# ---- block 1 ----
Figure 1. Metal layers overlaid (block 1).
Only two layers are drawn.
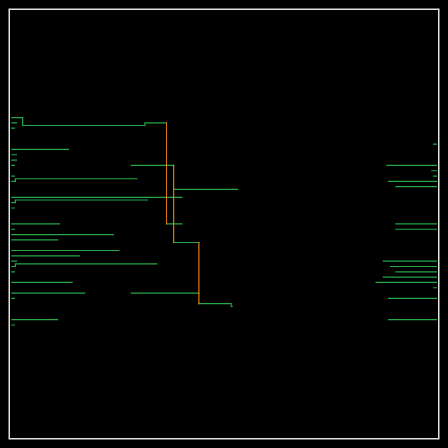

--- config.mk ---
export PLATFORM = sky130hd
export DESIGN_NAME = cla_seq_controller_flat
export DESIGN_NICKNAME = d
export VERILOG_FILES = /design/src/rtl/cla_seq_controller_if.sv /design/src/rtl/cla_seq_controller.sv /design/src/flat_wrapper.sv
export SDC_FILE = /design/constraint.sdc
export NUM_CORES = 1
export LEC_CHECK = 0
export CELL_PAD_IN_SITES_DETAIL_PLACEMENT = 2
export CELL_PAD_IN_SITES_GLOBAL_PLACEMENT = 2
export CORE_MARGIN = 10
export CORE_UTILIZATION = 32
export DETAILED_ROUTE_END_ITERATION = 12
export PLACE_DENSITY = 0.77
export SLEW_MARGIN = 20
export SYNTH_ARGS = -nofsm -noshare
export SYNTH_HDL_FRONTEND = slang
export SYNTH_SLANG_ARGS = --single-unit
--- constraint.sdc ---
create_clock -name clk -period 2.9 [get_ports clk]
set_input_delay 0.58 -clock clk [delete_from_list [all_inputs] [get_ports clk]]
set_output_delay 0.58 -clock clk [all_outputs]
set_load 0.01 [all_outputs]
--- src/rtl/cla_seq_controller_if.sv ---
// cla_seq_controller_if: bundles the request/result handshake and the shared
// 4-bit adder connection of cla_seq_controller.
//   slave  : controller side (takes start/operands/adder result, drives status,
//            result and adder operands)
//   master : requester/adder side (mirror of slave)
// Signals:
//   start, A, B, Cin, sub      request and operands
//   busy, done, F, Cout        status and result
//   add_A, add_B, add_Cin      nibble operands to the shared adder
//   add_F, add_Cout            combinational result of the shared adder
interface cla_seq_controller_if #(
    parameter int unsigned WIDTH = 16
);
    logic             start;
    logic [WIDTH-1:0] A;
    logic [WIDTH-1:0] B;
    logic             Cin;
    logic             sub;
    logic             busy;
    logic             done;
    logic [WIDTH-1:0] F;
    logic             Cout;
    logic [3:0]       add_A;
    logic [3:0]       add_B;
    logic             add_Cin;
    logic [3:0]       add_F;
    logic             add_Cout;

    modport slave (
        input  start, A, B, Cin, sub, add_F, add_Cout,
        output busy, done, F, Cout, add_A, add_B, add_Cin
    );

    modport master (
        output start, A, B, Cin, sub, add_F, add_Cout,
        input  busy, done, F, Cout, add_A, add_B, add_Cin
    );
endinterface

--- src/rtl/cla_seq_controller.sv ---
// cla_seq_controller: performs a WIDTH-bit addition on one shared 4-bit
// carry-lookahead adder, one nibble per clock, least significant nibble first.
// Ports:
//   clk  rising-edge clock
//   rst  asynchronous active-high reset
//   bus  cla_seq_controller_if.slave (request, result, shared adder link)
// Latency from accepted start to done is WIDTH/4 cycles; F/Cout are held from
// done until the next accepted start.
// Optional feature: define CLA_SEQ_SUB_EN to honour bus.sub (A - B via ~B and
// an initial carry of 1). Without it, sub is ignored and no logic is built.
module cla_seq_controller #(
    parameter int unsigned WIDTH = 16
) (
    input  logic                  clk,
    input  logic                  rst,
    cla_seq_controller_if.slave   bus
);
    localparam int unsigned STEPS = WIDTH / 4;
    localparam int unsigned CW    = (STEPS > 1) ? $clog2(STEPS) : 1;
    localparam logic [CW-1:0] LAST = CW'(STEPS - 1);

    if ((WIDTH % 4) != 0 || WIDTH == 0) begin : g_width_check
        $error("cla_seq_controller: WIDTH must be a non-zero multiple of 4");
    end

    typedef enum logic [1:0] {StIdle, StRun, StDone} state_e;

    state_e            state_q, state_d;
    logic [CW-1:0]     cnt_q;
    logic [WIDTH-1:0]  op_a_q;
    logic [WIDTH-1:0]  op_b_q;
    logic              carry_q;
    logic [WIDTH-1:0]  f_q;
    logic              cout_q;

    logic              busy;
    logic              done;
    logic [3:0]        add_a;
    logic [3:0]        add_b;
    logic              add_cin;

    always_ff @(posedge clk or posedge rst) begin
        if (rst) begin
            state_q <= StIdle;
        end else begin
            state_q <= state_d;
        end
    end

    always_comb begin
        state_d = state_q;
        busy    = 1'b0;
        done    = 1'b0;
        add_a   = 4'h0;
        add_b   = 4'h0;
        add_cin = 1'b0;
        unique case (state_q)
            StIdle: begin
                if (bus.start) begin
                    state_d = StRun;
                end
            end
            StRun: begin
                busy    = 1'b1;
                add_a   = op_a_q[4*cnt_q +: 4];
                add_b   = op_b_q[4*cnt_q +: 4];
                add_cin = carry_q;
                if (cnt_q == LAST) begin
                    state_d = StDone;
                end
            end
            StDone: begin
                done    = 1'b1;
                state_d = StIdle;
            end
            default: begin
                state_d = StIdle;
            end
        endcase
    end

    // Datapath: operands latch only in idle, so a start seen in RUN/DONE has
    // no effect. F is written one nibble per RUN cycle.
    always_ff @(posedge clk or posedge rst) begin
        if (rst) begin
            cnt_q   <= '0;
            op_a_q  <= '0;
            op_b_q  <= '0;
            carry_q <= 1'b0;
            f_q     <= '0;
            cout_q  <= 1'b0;
        end else begin
            case (state_q)
                StIdle: begin
                    if (bus.start) begin
                        cnt_q  <= '0;
                        op_a_q <= bus.A;
`ifdef CLA_SEQ_SUB_EN
                        // Two's-complement subtract: A + ~B + 1; Cout=1 means no borrow.
                        op_b_q  <= bus.sub ? ~bus.B : bus.B;
                        carry_q <= bus.sub ? 1'b1 : bus.Cin;
`else
                        op_b_q  <= bus.B;
                        carry_q <= bus.Cin;
`endif
                    end
                end
                StRun: begin
                    f_q[4*cnt_q +: 4] <= bus.add_F;
                    carry_q           <= bus.add_Cout;
                    cnt_q             <= cnt_q + CW'(1);
                    if (cnt_q == LAST) begin
                        cout_q <= bus.add_Cout;
                    end
                end
                default: ;
            endcase
        end
    end

    assign bus.busy    = busy;
    assign bus.done    = done;
    assign bus.F       = f_q;
    assign bus.Cout    = cout_q;
    assign bus.add_A   = add_a;
    assign bus.add_B   = add_b;
    assign bus.add_Cin = add_cin;
endmodule

--- src/flat_wrapper.sv ---
// flat-port wrapper written by rule: the top's interface ports become plain ports
module cla_seq_controller_flat 
#(
    parameter int unsigned WIDTH = 16
)
  (clk, rst, bus_start, bus_A, bus_B, bus_Cin, bus_sub, bus_add_F, bus_add_Cout, bus_busy, bus_done, bus_F, bus_Cout, bus_add_A, bus_add_B, bus_add_Cin);
  cla_seq_controller_if #(.WIDTH(WIDTH)) bus_i ();
  input  logic clk;
  input  logic rst;
  input wire logic [$bits(bus_i.start)-1:0] bus_start;
  input wire logic [$bits(bus_i.A)-1:0] bus_A;
  input wire logic [$bits(bus_i.B)-1:0] bus_B;
  input wire logic [$bits(bus_i.Cin)-1:0] bus_Cin;
  input wire logic [$bits(bus_i.sub)-1:0] bus_sub;
  input wire logic [$bits(bus_i.add_F)-1:0] bus_add_F;
  input wire logic [$bits(bus_i.add_Cout)-1:0] bus_add_Cout;
  output wire logic [$bits(bus_i.busy)-1:0] bus_busy;
  output wire logic [$bits(bus_i.done)-1:0] bus_done;
  output wire logic [$bits(bus_i.F)-1:0] bus_F;
  output wire logic [$bits(bus_i.Cout)-1:0] bus_Cout;
  output wire logic [$bits(bus_i.add_A)-1:0] bus_add_A;
  output wire logic [$bits(bus_i.add_B)-1:0] bus_add_B;
  output wire logic [$bits(bus_i.add_Cin)-1:0] bus_add_Cin;
  assign bus_i.start = bus_start;
  assign bus_i.A = bus_A;
  assign bus_i.B = bus_B;
  assign bus_i.Cin = bus_Cin;
  assign bus_i.sub = bus_sub;
  assign bus_i.add_F = bus_add_F;
  assign bus_i.add_Cout = bus_add_Cout;
  assign bus_busy = bus_i.busy;
  assign bus_done = bus_i.done;
  assign bus_F = bus_i.F;
  assign bus_Cout = bus_i.Cout;
  assign bus_add_A = bus_i.add_A;
  assign bus_add_B = bus_i.add_B;
  assign bus_add_Cin = bus_i.add_Cin;
  cla_seq_controller #(.WIDTH(WIDTH)) u_core (.clk(clk), .rst(rst), .bus(bus_i));
endmodule
# ---- block 2 ----
--- src/rtl/semafor_vest.sv ---
// West-approach traffic-light controller, third stage of the N-S-V-E ring.
// Takes the South token, runs red/yellow/green plus optional walk, hands to East.
module semafor_vest #(
  parameter logic [23:0] SEC      = 24'd10000000,
  parameter logic [7:0]  T_GALBEN = 8'd2,
  parameter logic [7:0]  T_VERDE  = 8'd29,
  parameter logic [7:0]  T_PIETON = 8'd10,
  parameter logic [7:0]  T_DONE   = 8'd1
) (
  input  logic clk,
  input  logic reset,
  input  logic intretinere,
  input  logic Continuare_s_v,
  input  logic buton_pieton,
  output logic Continuare_v_e,
  output logic Verde_auto_V,
  output logic Galben_auto_V,
  output logic Rosu_auto_V,
  output logic Verde_pieton_V,
  output logic Rosu_pieton_V
);

  typedef enum logic [2:0] {
    S_IDLE   = 3'd0,
    S_PRE    = 3'd1,
    S_GALBEN = 3'd2,
    S_VERDE  = 3'd3,
    S_PIETON = 3'd4,
    S_DONE   = 3'd5,
    S_MENT   = 3'd6
  } state_t;

  state_t      state_q, state_d;
  logic [23:0] presc_q;
  logic [7:0]  sec_q;
  logic        tok_prev_q, tok_pend_q;
  logic        ped_pend_q, blink_q;

  logic       rise, tick, dur_done, chg;
  logic [7:0] dur;

  assign rise = Continuare_s_v & ~tok_prev_q;
  assign tick = (presc_q == SEC - 24'd1);

  always_comb begin
    dur = 8'd1;
    case (state_q)
      S_GALBEN: dur = T_GALBEN;
      S_VERDE:  dur = T_VERDE;
      S_PIETON: dur = T_PIETON;
      S_DONE:   dur = T_DONE;
      default:  dur = 8'd1;
    endcase
  end

  assign dur_done = tick && (sec_q == dur - 8'd1);

  always_comb begin
    state_d = state_q;
    if (intretinere) begin
      state_d = S_MENT;
    end else begin
      case (state_q)
        S_IDLE:   if (rise || tok_pend_q) state_d = S_PRE;
        S_PRE:    if (dur_done) state_d = S_GALBEN;
        S_GALBEN: if (dur_done) state_d = S_VERDE;
        S_VERDE:
          if (dur_done)
            state_d = (ped_pend_q || buton_pieton) ? S_PIETON : S_DONE;
        S_PIETON: if (dur_done) state_d = S_DONE;
        S_DONE:   if (dur_done) state_d = S_IDLE;
        S_MENT:   state_d = S_IDLE;
        default:  state_d = S_IDLE;
      endcase
    end
  end

  assign chg = (state_d != state_q);

  always_ff @(posedge clk or negedge reset) begin
    if (!reset) begin
      state_q        <= S_IDLE;
      presc_q        <= '0;
      sec_q          <= '0;
      tok_prev_q     <= 1'b0;
      tok_pend_q     <= 1'b0;
      ped_pend_q     <= 1'b0;
      blink_q        <= 1'b0;
      Continuare_v_e <= 1'b0;
      Verde_auto_V   <= 1'b0;
      Galben_auto_V  <= 1'b0;
      Rosu_auto_V    <= 1'b1;
      Verde_pieton_V <= 1'b0;
      Rosu_pieton_V  <= 1'b1;
    end else begin
      state_q    <= state_d;
      tok_prev_q <= Continuare_s_v;

      // every state change restarts the timebase
      if (chg) begin
        presc_q <= '0;
        sec_q   <= '0;
      end else if (tick) begin
        presc_q <= '0;
        sec_q   <= sec_q + 8'd1;
      end else begin
        presc_q <= presc_q + 24'd1;
      end

      if (intretinere)
        tok_pend_q <= 1'b0;
      else if (state_q == S_IDLE && chg)
        tok_pend_q <= 1'b0;
      else if (rise && state_q != S_IDLE && state_q != S_MENT)
        tok_pend_q <= 1'b1;

      if (intretinere)
        ped_pend_q <= 1'b0;
      else if (state_d == S_PIETON && state_q != S_PIETON)
        ped_pend_q <= 1'b0;
      else if (buton_pieton && state_q != S_PIETON)
        ped_pend_q <= 1'b1;

      if (state_d == S_MENT && state_q != S_MENT)
        blink_q <= 1'b1;
      else if (state_q == S_MENT && tick)
        blink_q <= ~blink_q;

      Continuare_v_e <= 1'b0;
      Verde_auto_V   <= 1'b0;
      Galben_auto_V  <= 1'b0;
      Rosu_auto_V    <= 1'b0;
      Verde_pieton_V <= 1'b0;
      Rosu_pieton_V  <= 1'b0;
      case (state_q)
        S_GALBEN: begin
          Galben_auto_V <= 1'b1;
          Rosu_pieton_V <= 1'b1;
        end
        S_VERDE: begin
          Verde_auto_V  <= 1'b1;
          Rosu_pieton_V <= 1'b1;
        end
        S_PIETON: begin
          Rosu_auto_V    <= 1'b1;
          Verde_pieton_V <= 1'b1;
        end
        S_DONE: begin
          Rosu_auto_V    <= 1'b1;
          Rosu_pieton_V  <= 1'b1;
          Continuare_v_e <= 1'b1;
        end
        S_MENT: Galben_auto_V <= blink_q;
        default: begin
          Rosu_auto_V   <= 1'b1;
          Rosu_pieton_V <= 1'b1;
        end
      endcase
    end
  end

endmodule

--- config.mk ---
export PLATFORM = sky130hd
export DESIGN_NAME = semafor_vest
export DESIGN_NICKNAME = d
export VERILOG_FILES = /design/src/rtl/semafor_vest.sv
export SDC_FILE = /design/constraint.sdc
export NUM_CORES = 1
export LEC_CHECK = 0
export CORE_ASPECT_RATIO = 2
export CORE_MARGIN = 2
export CORE_UTILIZATION = 60
export CTS_BUF_LIST = sky130_fd_sc_hd__clkbuf_4 sky130_fd_sc_hd__clkbuf_8
export DETAILED_ROUTE_END_ITERATION = 8
export HOLD_SLACK_MARGIN = 0.02
export PLACE_DENSITY = 0.81
export SLEW_MARGIN = 20
export SYNTH_ARGS = -nofsm -noshare
export SYNTH_HDL_FRONTEND = slang
export SYNTH_SLANG_ARGS = --single-unit
--- constraint.sdc ---
create_clock -name clk -period 2.8 [get_ports clk]
set_input_delay 0.56 -clock clk [delete_from_list [all_inputs] [get_ports clk]]
set_output_delay 0.56 -clock clk [all_outputs]
set_load 0.1 [all_outputs]
# ---- block 3 ----
File: config.mk
export PLATFORM = sky130hd
export DESIGN_NAME = wb_cmd_master
export DESIGN_NICKNAME = d
export VERILOG_FILES = /design/src/rtl/wb_cmd_master_pkg.sv /design/src/rtl/wb_cmd_master.sv
export SDC_FILE = /design/constraint.sdc
export NUM_CORES = 1
export LEC_CHECK = 0
export CAP_MARGIN = 40
export CORE_ASPECT_RATIO = 0.75
export CORE_MARGIN = 2
export CORE_UTILIZATION = 30
export DETAILED_ROUTE_END_ITERATION = 8
export SYNTH_ARGS = -nofsm -noshare
export SYNTH_HDL_FRONTEND = slang
export SYNTH_SLANG_ARGS = --single-unit
File: constraint.sdc
create_clock -name i_clk -period 2.12 [get_ports i_clk]
set_input_delay 0.424 -clock i_clk [delete_from_list [all_inputs] [get_ports i_clk]]
set_output_delay 0.424 -clock i_clk [all_outputs]
set_load 0.02 [all_outputs]
File: src/rtl/wb_cmd_master_pkg.sv
// wb_cmd_master_pkg
//   Shared constants and types for the command-word to Wishbone master:
//   op codes (CMD_*), response status codes (RSP_*), FSM state encoding
//   (ST_IDLE/ST_BUS) and the packed command/response word layouts.
package wb_cmd_master_pkg;

  localparam logic [1:0] CMD_READ    = 2'b00;
  localparam logic [1:0] CMD_WRITE   = 2'b01;
  localparam logic [1:0] CMD_SETADDR = 2'b10;
  localparam logic [1:0] CMD_RSVD    = 2'b11;

  localparam logic [1:0] RSP_RDATA = 2'b00;
  localparam logic [1:0] RSP_WACK  = 2'b01;
  localparam logic [1:0] RSP_AACK  = 2'b10;
  localparam logic [1:0] RSP_ERR   = 2'b11;

  typedef enum logic {
    ST_IDLE = 1'b0,
    ST_BUS  = 1'b1
  } state_t;

  typedef struct packed {
    logic [1:0]  op;
    logic [31:0] payload;
  } cmd_t;

  typedef struct packed {
    logic [1:0]  status;
    logic [31:0] data;
  } rsp_t;

  // Every status other than read data carries a zero data field.
  function automatic rsp_t mk_rsp(input logic [1:0] status, input logic [31:0] data);
    rsp_t r;
    r.status = status;
    r.data   = (status == RSP_RDATA) ? data : 32'h0;
    return r;
  endfunction

endpackage

File: src/rtl/wb_cmd_master.sv
// wb_cmd_master
//   Turns 34-bit command words from the core into single Wishbone B4 classic
//   cycles and returns one 34-bit response word per accepted command. Holds
//   a word address that post-increments after each ack'd READ/WRITE unless
//   disabled by SETADDR payload bit 30.
//
//   Optional feature macro: WB_TIMEOUT_EN -- when defined, a bus cycle that
//   sees no ack/err for TIMEOUT_CYCLES cycles is abandoned with status 11.
//
// Ports
//   i_clk, i_reset_n          clock, async active-low reset
//   i_cmd_stb, i_cmd_word     command valid / {op[1:0], payload[31:0]}
//   o_cmd_busy                high while a bus cycle is outstanding
//   o_rsp_stb, o_rsp_word     one-cycle response / {status[1:0], data[31:0]}
//   o_wb_*                    Wishbone master outputs (cyc/stb/we/addr/data/sel)
//   i_wb_ack/err/data         Wishbone slave responses
module wb_cmd_master
  import wb_cmd_master_pkg::*;
#(
  parameter int AW             = 30,
  parameter int TIMEOUT_CYCLES = 255
) (
  input  logic          i_clk,
  input  logic          i_reset_n,
  input  logic          i_cmd_stb,
  input  logic [33:0]   i_cmd_word,
  output logic          o_cmd_busy,
  output logic          o_rsp_stb,
  output logic [33:0]   o_rsp_word,
  output logic          o_wb_cyc,
  output logic          o_wb_stb,
  output logic          o_wb_we,
  output logic [AW+1:0] o_wb_addr,
  output logic [31:0]   o_wb_data,
  output logic [3:0]    o_wb_sel,
  input  logic          i_wb_ack,
  input  logic          i_wb_err,
  input  logic [31:0]   i_wb_data
);

  cmd_t cmd;
  assign cmd = cmd_t'(i_cmd_word);

  state_t        state_q,   state_d;
  logic [AW-1:0] addr_q,    addr_d;
  logic          inc_dis_q, inc_dis_d;
  logic          we_q,      we_d;
  logic [31:0]   wdata_q,   wdata_d;
  logic          rsp_stb_q, rsp_stb_d;
  rsp_t          rsp_q,     rsp_d;

  // Payload bit 31 is reserved in SETADDR and carries no meaning here.
  logic unused_payload;
  assign unused_payload = cmd.payload[31];

`ifdef WB_TIMEOUT_EN
  localparam int TW = ($clog2(TIMEOUT_CYCLES + 1) > 8) ? $clog2(TIMEOUT_CYCLES + 1) : 8;
  logic [TW-1:0] tmo_cnt_q, tmo_cnt_d;
  logic          tmo_hit;
  // The counter holds the number of BUS cycles already completed, so the
  // hit fires in the TIMEOUT_CYCLES-th BUS cycle and cyc drops right after.
  assign tmo_hit = (tmo_cnt_q == TW'(TIMEOUT_CYCLES - 1));
`endif

  always_comb begin
    state_d   = state_q;
    addr_d    = addr_q;
    inc_dis_d = inc_dis_q;
    we_d      = we_q;
    wdata_d   = wdata_q;
    rsp_stb_d = 1'b0;
    rsp_d     = rsp_q;
`ifdef WB_TIMEOUT_EN
    tmo_cnt_d = tmo_cnt_q;
`endif
    case (state_q)
      ST_IDLE: begin
        if (i_cmd_stb) begin
          case (cmd.op)
            CMD_READ: begin
              state_d = ST_BUS;
              we_d    = 1'b0;
`ifdef WB_TIMEOUT_EN
              tmo_cnt_d = '0;
`endif
            end
            CMD_WRITE: begin
              state_d = ST_BUS;
              we_d    = 1'b1;
              wdata_d = cmd.payload;
`ifdef WB_TIMEOUT_EN
              tmo_cnt_d = '0;
`endif
            end
            CMD_SETADDR: begin
              addr_d    = AW'(cmd.payload[29:0]);
              inc_dis_d = cmd.payload[30];
              rsp_stb_d = 1'b1;
              rsp_d     = mk_rsp(RSP_AACK, 32'h0);
            end
            default: begin
              rsp_stb_d = 1'b1;
              rsp_d     = mk_rsp(RSP_ERR, 32'h0);
            end
          endcase
        end
      end
      ST_BUS: begin
        // err has priority over ack when both arrive together.
        if (i_wb_err) begin
          state_d   = ST_IDLE;
          rsp_stb_d = 1'b1;
          rsp_d     = mk_rsp(RSP_ERR, 32'h0);
        end else if (i_wb_ack) begin
          state_d   = ST_IDLE;
          rsp_stb_d = 1'b1;
          rsp_d     = we_q ? mk_rsp(RSP_WACK, 32'h0) : mk_rsp(RSP_RDATA, i_wb_data);
          if (!inc_dis_q) addr_d = addr_q + 1'b1;
        end
`ifdef WB_TIMEOUT_EN
        else if (tmo_hit) begin
          state_d   = ST_IDLE;
          rsp_stb_d = 1'b1;
          rsp_d     = mk_rsp(RSP_ERR, 32'h0);
        end else begin
          tmo_cnt_d = tmo_cnt_q + 1'b1;
        end
`endif
      end
      default: state_d = ST_IDLE;
    endcase
  end

  always_ff @(posedge i_clk or negedge i_reset_n) begin
    if (!i_reset_n) begin
      state_q   <= ST_IDLE;
      addr_q    <= '0;
      inc_dis_q <= 1'b0;
      we_q      <= 1'b0;
      wdata_q   <= '0;
      rsp_stb_q <= 1'b0;
      rsp_q     <= '0;
    end else begin
      state_q   <= state_d;
      addr_q    <= addr_d;
      inc_dis_q <= inc_dis_d;
      we_q      <= we_d;
      wdata_q   <= wdata_d;
      rsp_stb_q <= rsp_stb_d;
      rsp_q     <= rsp_d;
    end
  end

`ifdef WB_TIMEOUT_EN
  always_ff @(posedge i_clk or negedge i_reset_n) begin
    if (!i_reset_n) tmo_cnt_q <= '0;
    else            tmo_cnt_q <= tmo_cnt_d;
  end
`endif

  // Bus strobes come straight from the state flop so the async reset drops
  // them in the same cycle it is applied.
  assign o_cmd_busy = (state_q != ST_IDLE);
  assign o_wb_cyc   = (state_q == ST_BUS);
  assign o_wb_stb   = (state_q == ST_BUS);
  assign o_wb_we    = (state_q == ST_BUS) && we_q;
  assign o_wb_sel   = (state_q == ST_BUS) ? 4'hF : 4'h0;
  assign o_wb_addr  = {addr_q, 2'b00};
  assign o_wb_data  = wdata_q;
  assign o_rsp_stb  = rsp_stb_q;
  assign o_rsp_word = rsp_q;

endmodule

Figure 2. I/O nets highlighted (block 2).
Scale bar: 10 um.
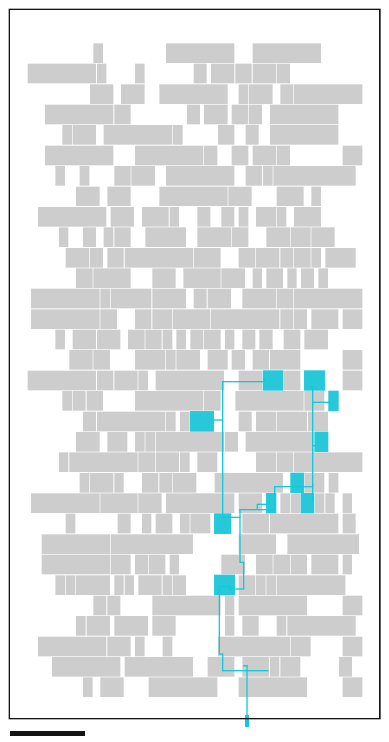
legend:
  intretinere:
    colour: cyan
    direction: input
    end_cells: 10
    buffers: 1
    wire: 101 um

==> summary.txt, block 2 <==
outcome - completed
async set-reset flop share out of synthesis - 1.00
Yosys warnings - 0
worst path cell trace - buf_4 > nand2b_1 > a21oi_1 > inv_1 > ha_1 > xnor2_1 > nor4_1 > nand4_1 > or3b_1 > o211a_1
largest net degree at the start of global routing - 27
Core ar. - 0.00388 mm2
OpenROAD warnings - 26
max reg flops - 24
Antenna Cells - 0
Syn-to-layout area delta - 12.5%
Residual DRC - 0
Fmax - 388 MHz
largest fanout on the critical path - 10
slowest stage delay, CP - 0.45 ns
finished layout cell area - 0.00274 mm2
Post-Synth XOR/XNOR Area - 0.119
logic area - 0.00122 mm2
Tapcells - 51
sw frac - 0.264
Unique masters post-synth - 51
Crit path max-delay family - simple AND/OR/NAND/NOR gates
most numerous logic cells after layout - 43 x dfrtp_1, 39 x nor2_1, 18 x xor2_1
MUX area fraction - 0.00873
Yosys Chip Area - 0.00244 mm2
Req. time, crit path - 3.00 ns
post-CTS setup buffer count - 0
critical path startpoint category - register
first drt pass iteration count - 5
part of the power in registers - 0.458
nets@finish - 281
Die Ht - 94.1 um
ANT nets after route - 0
dominant kind of cell by area - combinational gates
Floorplan Nets - 265
PwrDens - 541 mW/mm2
[block 2: power groups by stage]
stage / Combinational [W] / Sequential, W / Clock [W]
finish: 0.000209 / 0.000680 / 0.000595
global route: 0.000227 / 0.000682 / 0.000636
CTS: 0.000209 / 0.000680 / 0.000607
detailed placement: 0.000209 / 0.000693 / 0
global placement: 0.000205 / 0.000692 / 0
floorplan: 0.0000992 / 0.000737 / 0
[block 2: metal layers]
metal | global-route usage | vias to the layer above
met2 | 0.472 | 51
met3 | 0.0446 | 23
met4 | 0.169 | 0
met1 | 0.277 | 978
li1 | - | 937
met5 | 0 | -
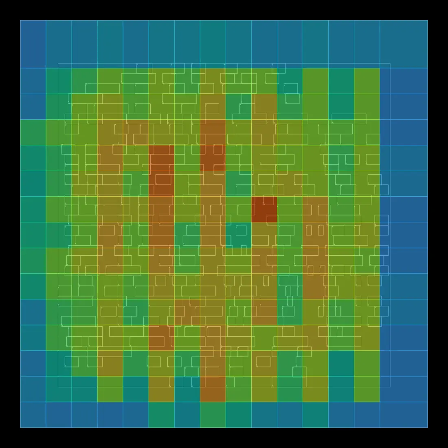
Figure 3: block 1, track usage over the die.
GRT met2 Usage: 0.205
GRT Total Usage: 0.118

## Picture notes: Figure 1
legend:
  metal 4:
    colour: orange
    wire_length: 61.2 um
  metal 3:
    colour: green
    wire_length: 569 um

==> summary.txt, block 1 <==
worst path cell trace - or3b_2 > o22ai_1 > clkdlybuf4s50_1
Psw - 0.00131 W
met1 Resource Use GR - 0.133
GR peak layer - met2
number of buffers created by CTS - 5
largest net degree at the start of global routing - 35
CP max-delay cell - clkdlybuf4s50_1
Leak - 1.44 nW
sw frac - 0.353
Commonest Layout Cell - clkdlybuf4s50_1
Synth Flop Type - dfrtp_1
# port buffers - 68
Synth top area share - 0.528
clock-cell share of area - 0.0317
Hold Fails Final Rpt - 0
CTS Hold Buffers Added - 0
clock skew after layout - 0.00925 ns
row count - 32
outcome - completed
RR Endpoint - u_core.bus.F[10]$_DFFE_PP0P_
Synth Area per Inst - 13.3 um2
clock sink count - 54
Post-synth seq share - 0.528
Hold EP - u_core.bus.F[13]$_DFFE_PP0P_
num sequential - 54
reg2reg start - u_core.cnt_q[0]$_DFFE_PP0P_
routability cong. - 0.761
Gate Count Post-Synth - 192
clock-net power - 0.000511 W
most common cell in the netlist - dfrtp_1
Top pwr grp - combinational cells
FP Core Util - 0.330
instance count on the critical path - 3
post-CTS setup buffer count - 0
slowest stage delay, CP - 0.62 ns
worst hold path type - reg2reg
[block 1: stage by stage]
stage          setup WS [ns]   util  std cells  instance area, um2
4_1_cts                0.100  0.447        366                3480
6_report               0.152  0.448        366                3480
3_3_place_gp           0.495  0.433        358                3370
5_1_grt               0.0326  0.448        366                3480
2_1_floorplan          0.730      -        192                2560
3_5_place_dp           0.462  0.433        358                3370
[block 1: cell families after synthesis]
group | count (synthesis) | share of synthesized area
buffers and inverters | 23 | 0.0425
muxes | 54 | 0.230
and+or+nand+nor | 31 | 0.0973
DFF | 54 | 0.528
adders and majority gates | 6 | 0.0293
AOI/OAI and AO/OA | 24 | 0.0733
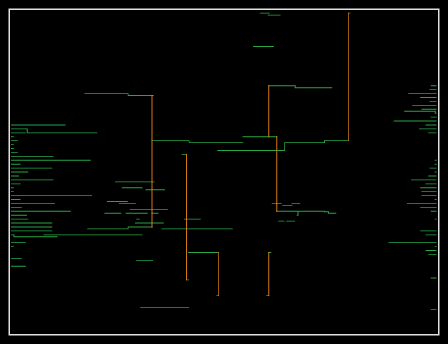
Figure 4: block 3, metal layers overlaid.
Only two layers are drawn.
legend:
  metal 4:
    colour: orange
    wire_length: 207 um
  metal 3:
    colour: green
    wire_length: 847 um

==> summary.txt, block 3 <==
CTS H-tree lvls - 3
Buffers & Inverters on Critical Path - 2
Max Slew Vio Count - 0
FP Core Util - 0.307
Via density - 4.91
Worst-path clk slew - 0.07 ns
Worst R2R Path Depth - 6
Post-Route Setup TNS - 0 ns
highest routed metal layer - met4
Placed Cells - 865
slack of the critical path - 0.135 ns
Yosys warnings - 0
layout cells sized above 1 - 0.139
outcome - completed
Worst slew margin - 0.423
#MultiIn Comb - 337
Worst Setup Path Type - reg2out
async set-reset flop share out of synthesis - 1.00
total wire length - 14900 um
-- block 3: worst register-to-register path: stages (launching register included) --
cell	delay, ns
dfrtp_2	0.37
ha_1	0.21
and4_1	0.25
nand4_1	0.17
or4_1	0.58
a21oi_1	0.18
a2bb2oi_1	0.17
-- block 3: power by group --
part | total, W | leakage (nW) | switching (W) | internal (W)
registers | 0.00259 | 1.22 | 0.000321 | 0.00227
clock network | 0.00178 | 0.160 | 0.000729 | 0.00105
logic | 0.00234 | 1.71 | 0.00119 | 0.00116

==> gallery <==
Routed clock nets over the placement.
picture 1
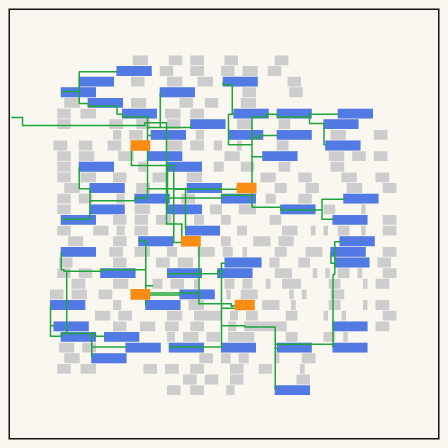
picture 2
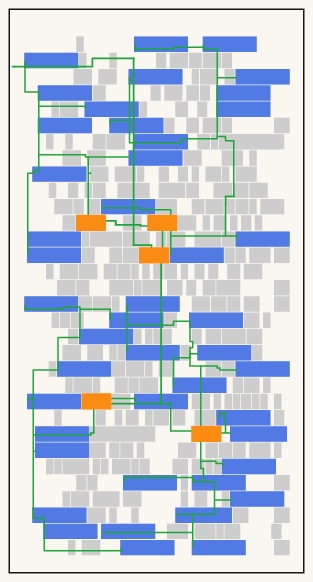
picture 3
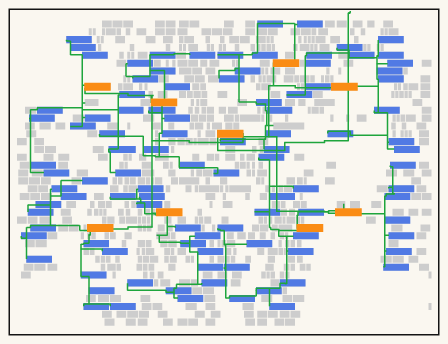
- picture 3 = block 3
- picture 2 = block 2
- picture 1 = block 1
Of these, most sequential cells: picture 3
Of these, fewest sequential cells: picture 2



==> notes/layouts.md <==
Pictures saved along the way, in no particular order.

Placed cells, one colour a class.
panel A
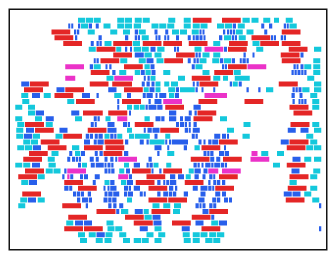
panel B
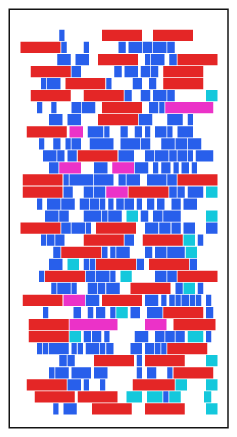
panel C
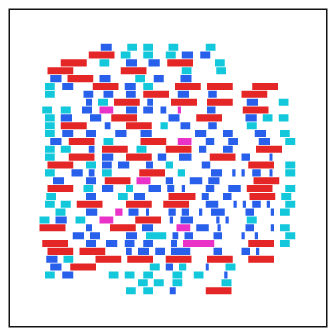
The one with the fewest sequential cells is panel B.
| picture | from |
|---|---|
| panel B | block 2 |
| panel A | block 3 |
| panel C | block 1 |

Key to panel A:
legend:
  combinational and other logic:
    colour: blue
    cells: 347
  flops:
    colour: red
    cells: 100
  other buffers and delay cells:
    colour: cyan
    cells: 214
  clock drivers and dummy loads:
    colour: magenta
    cells: 16

Power is estimated from default activity; no workload was simulated.
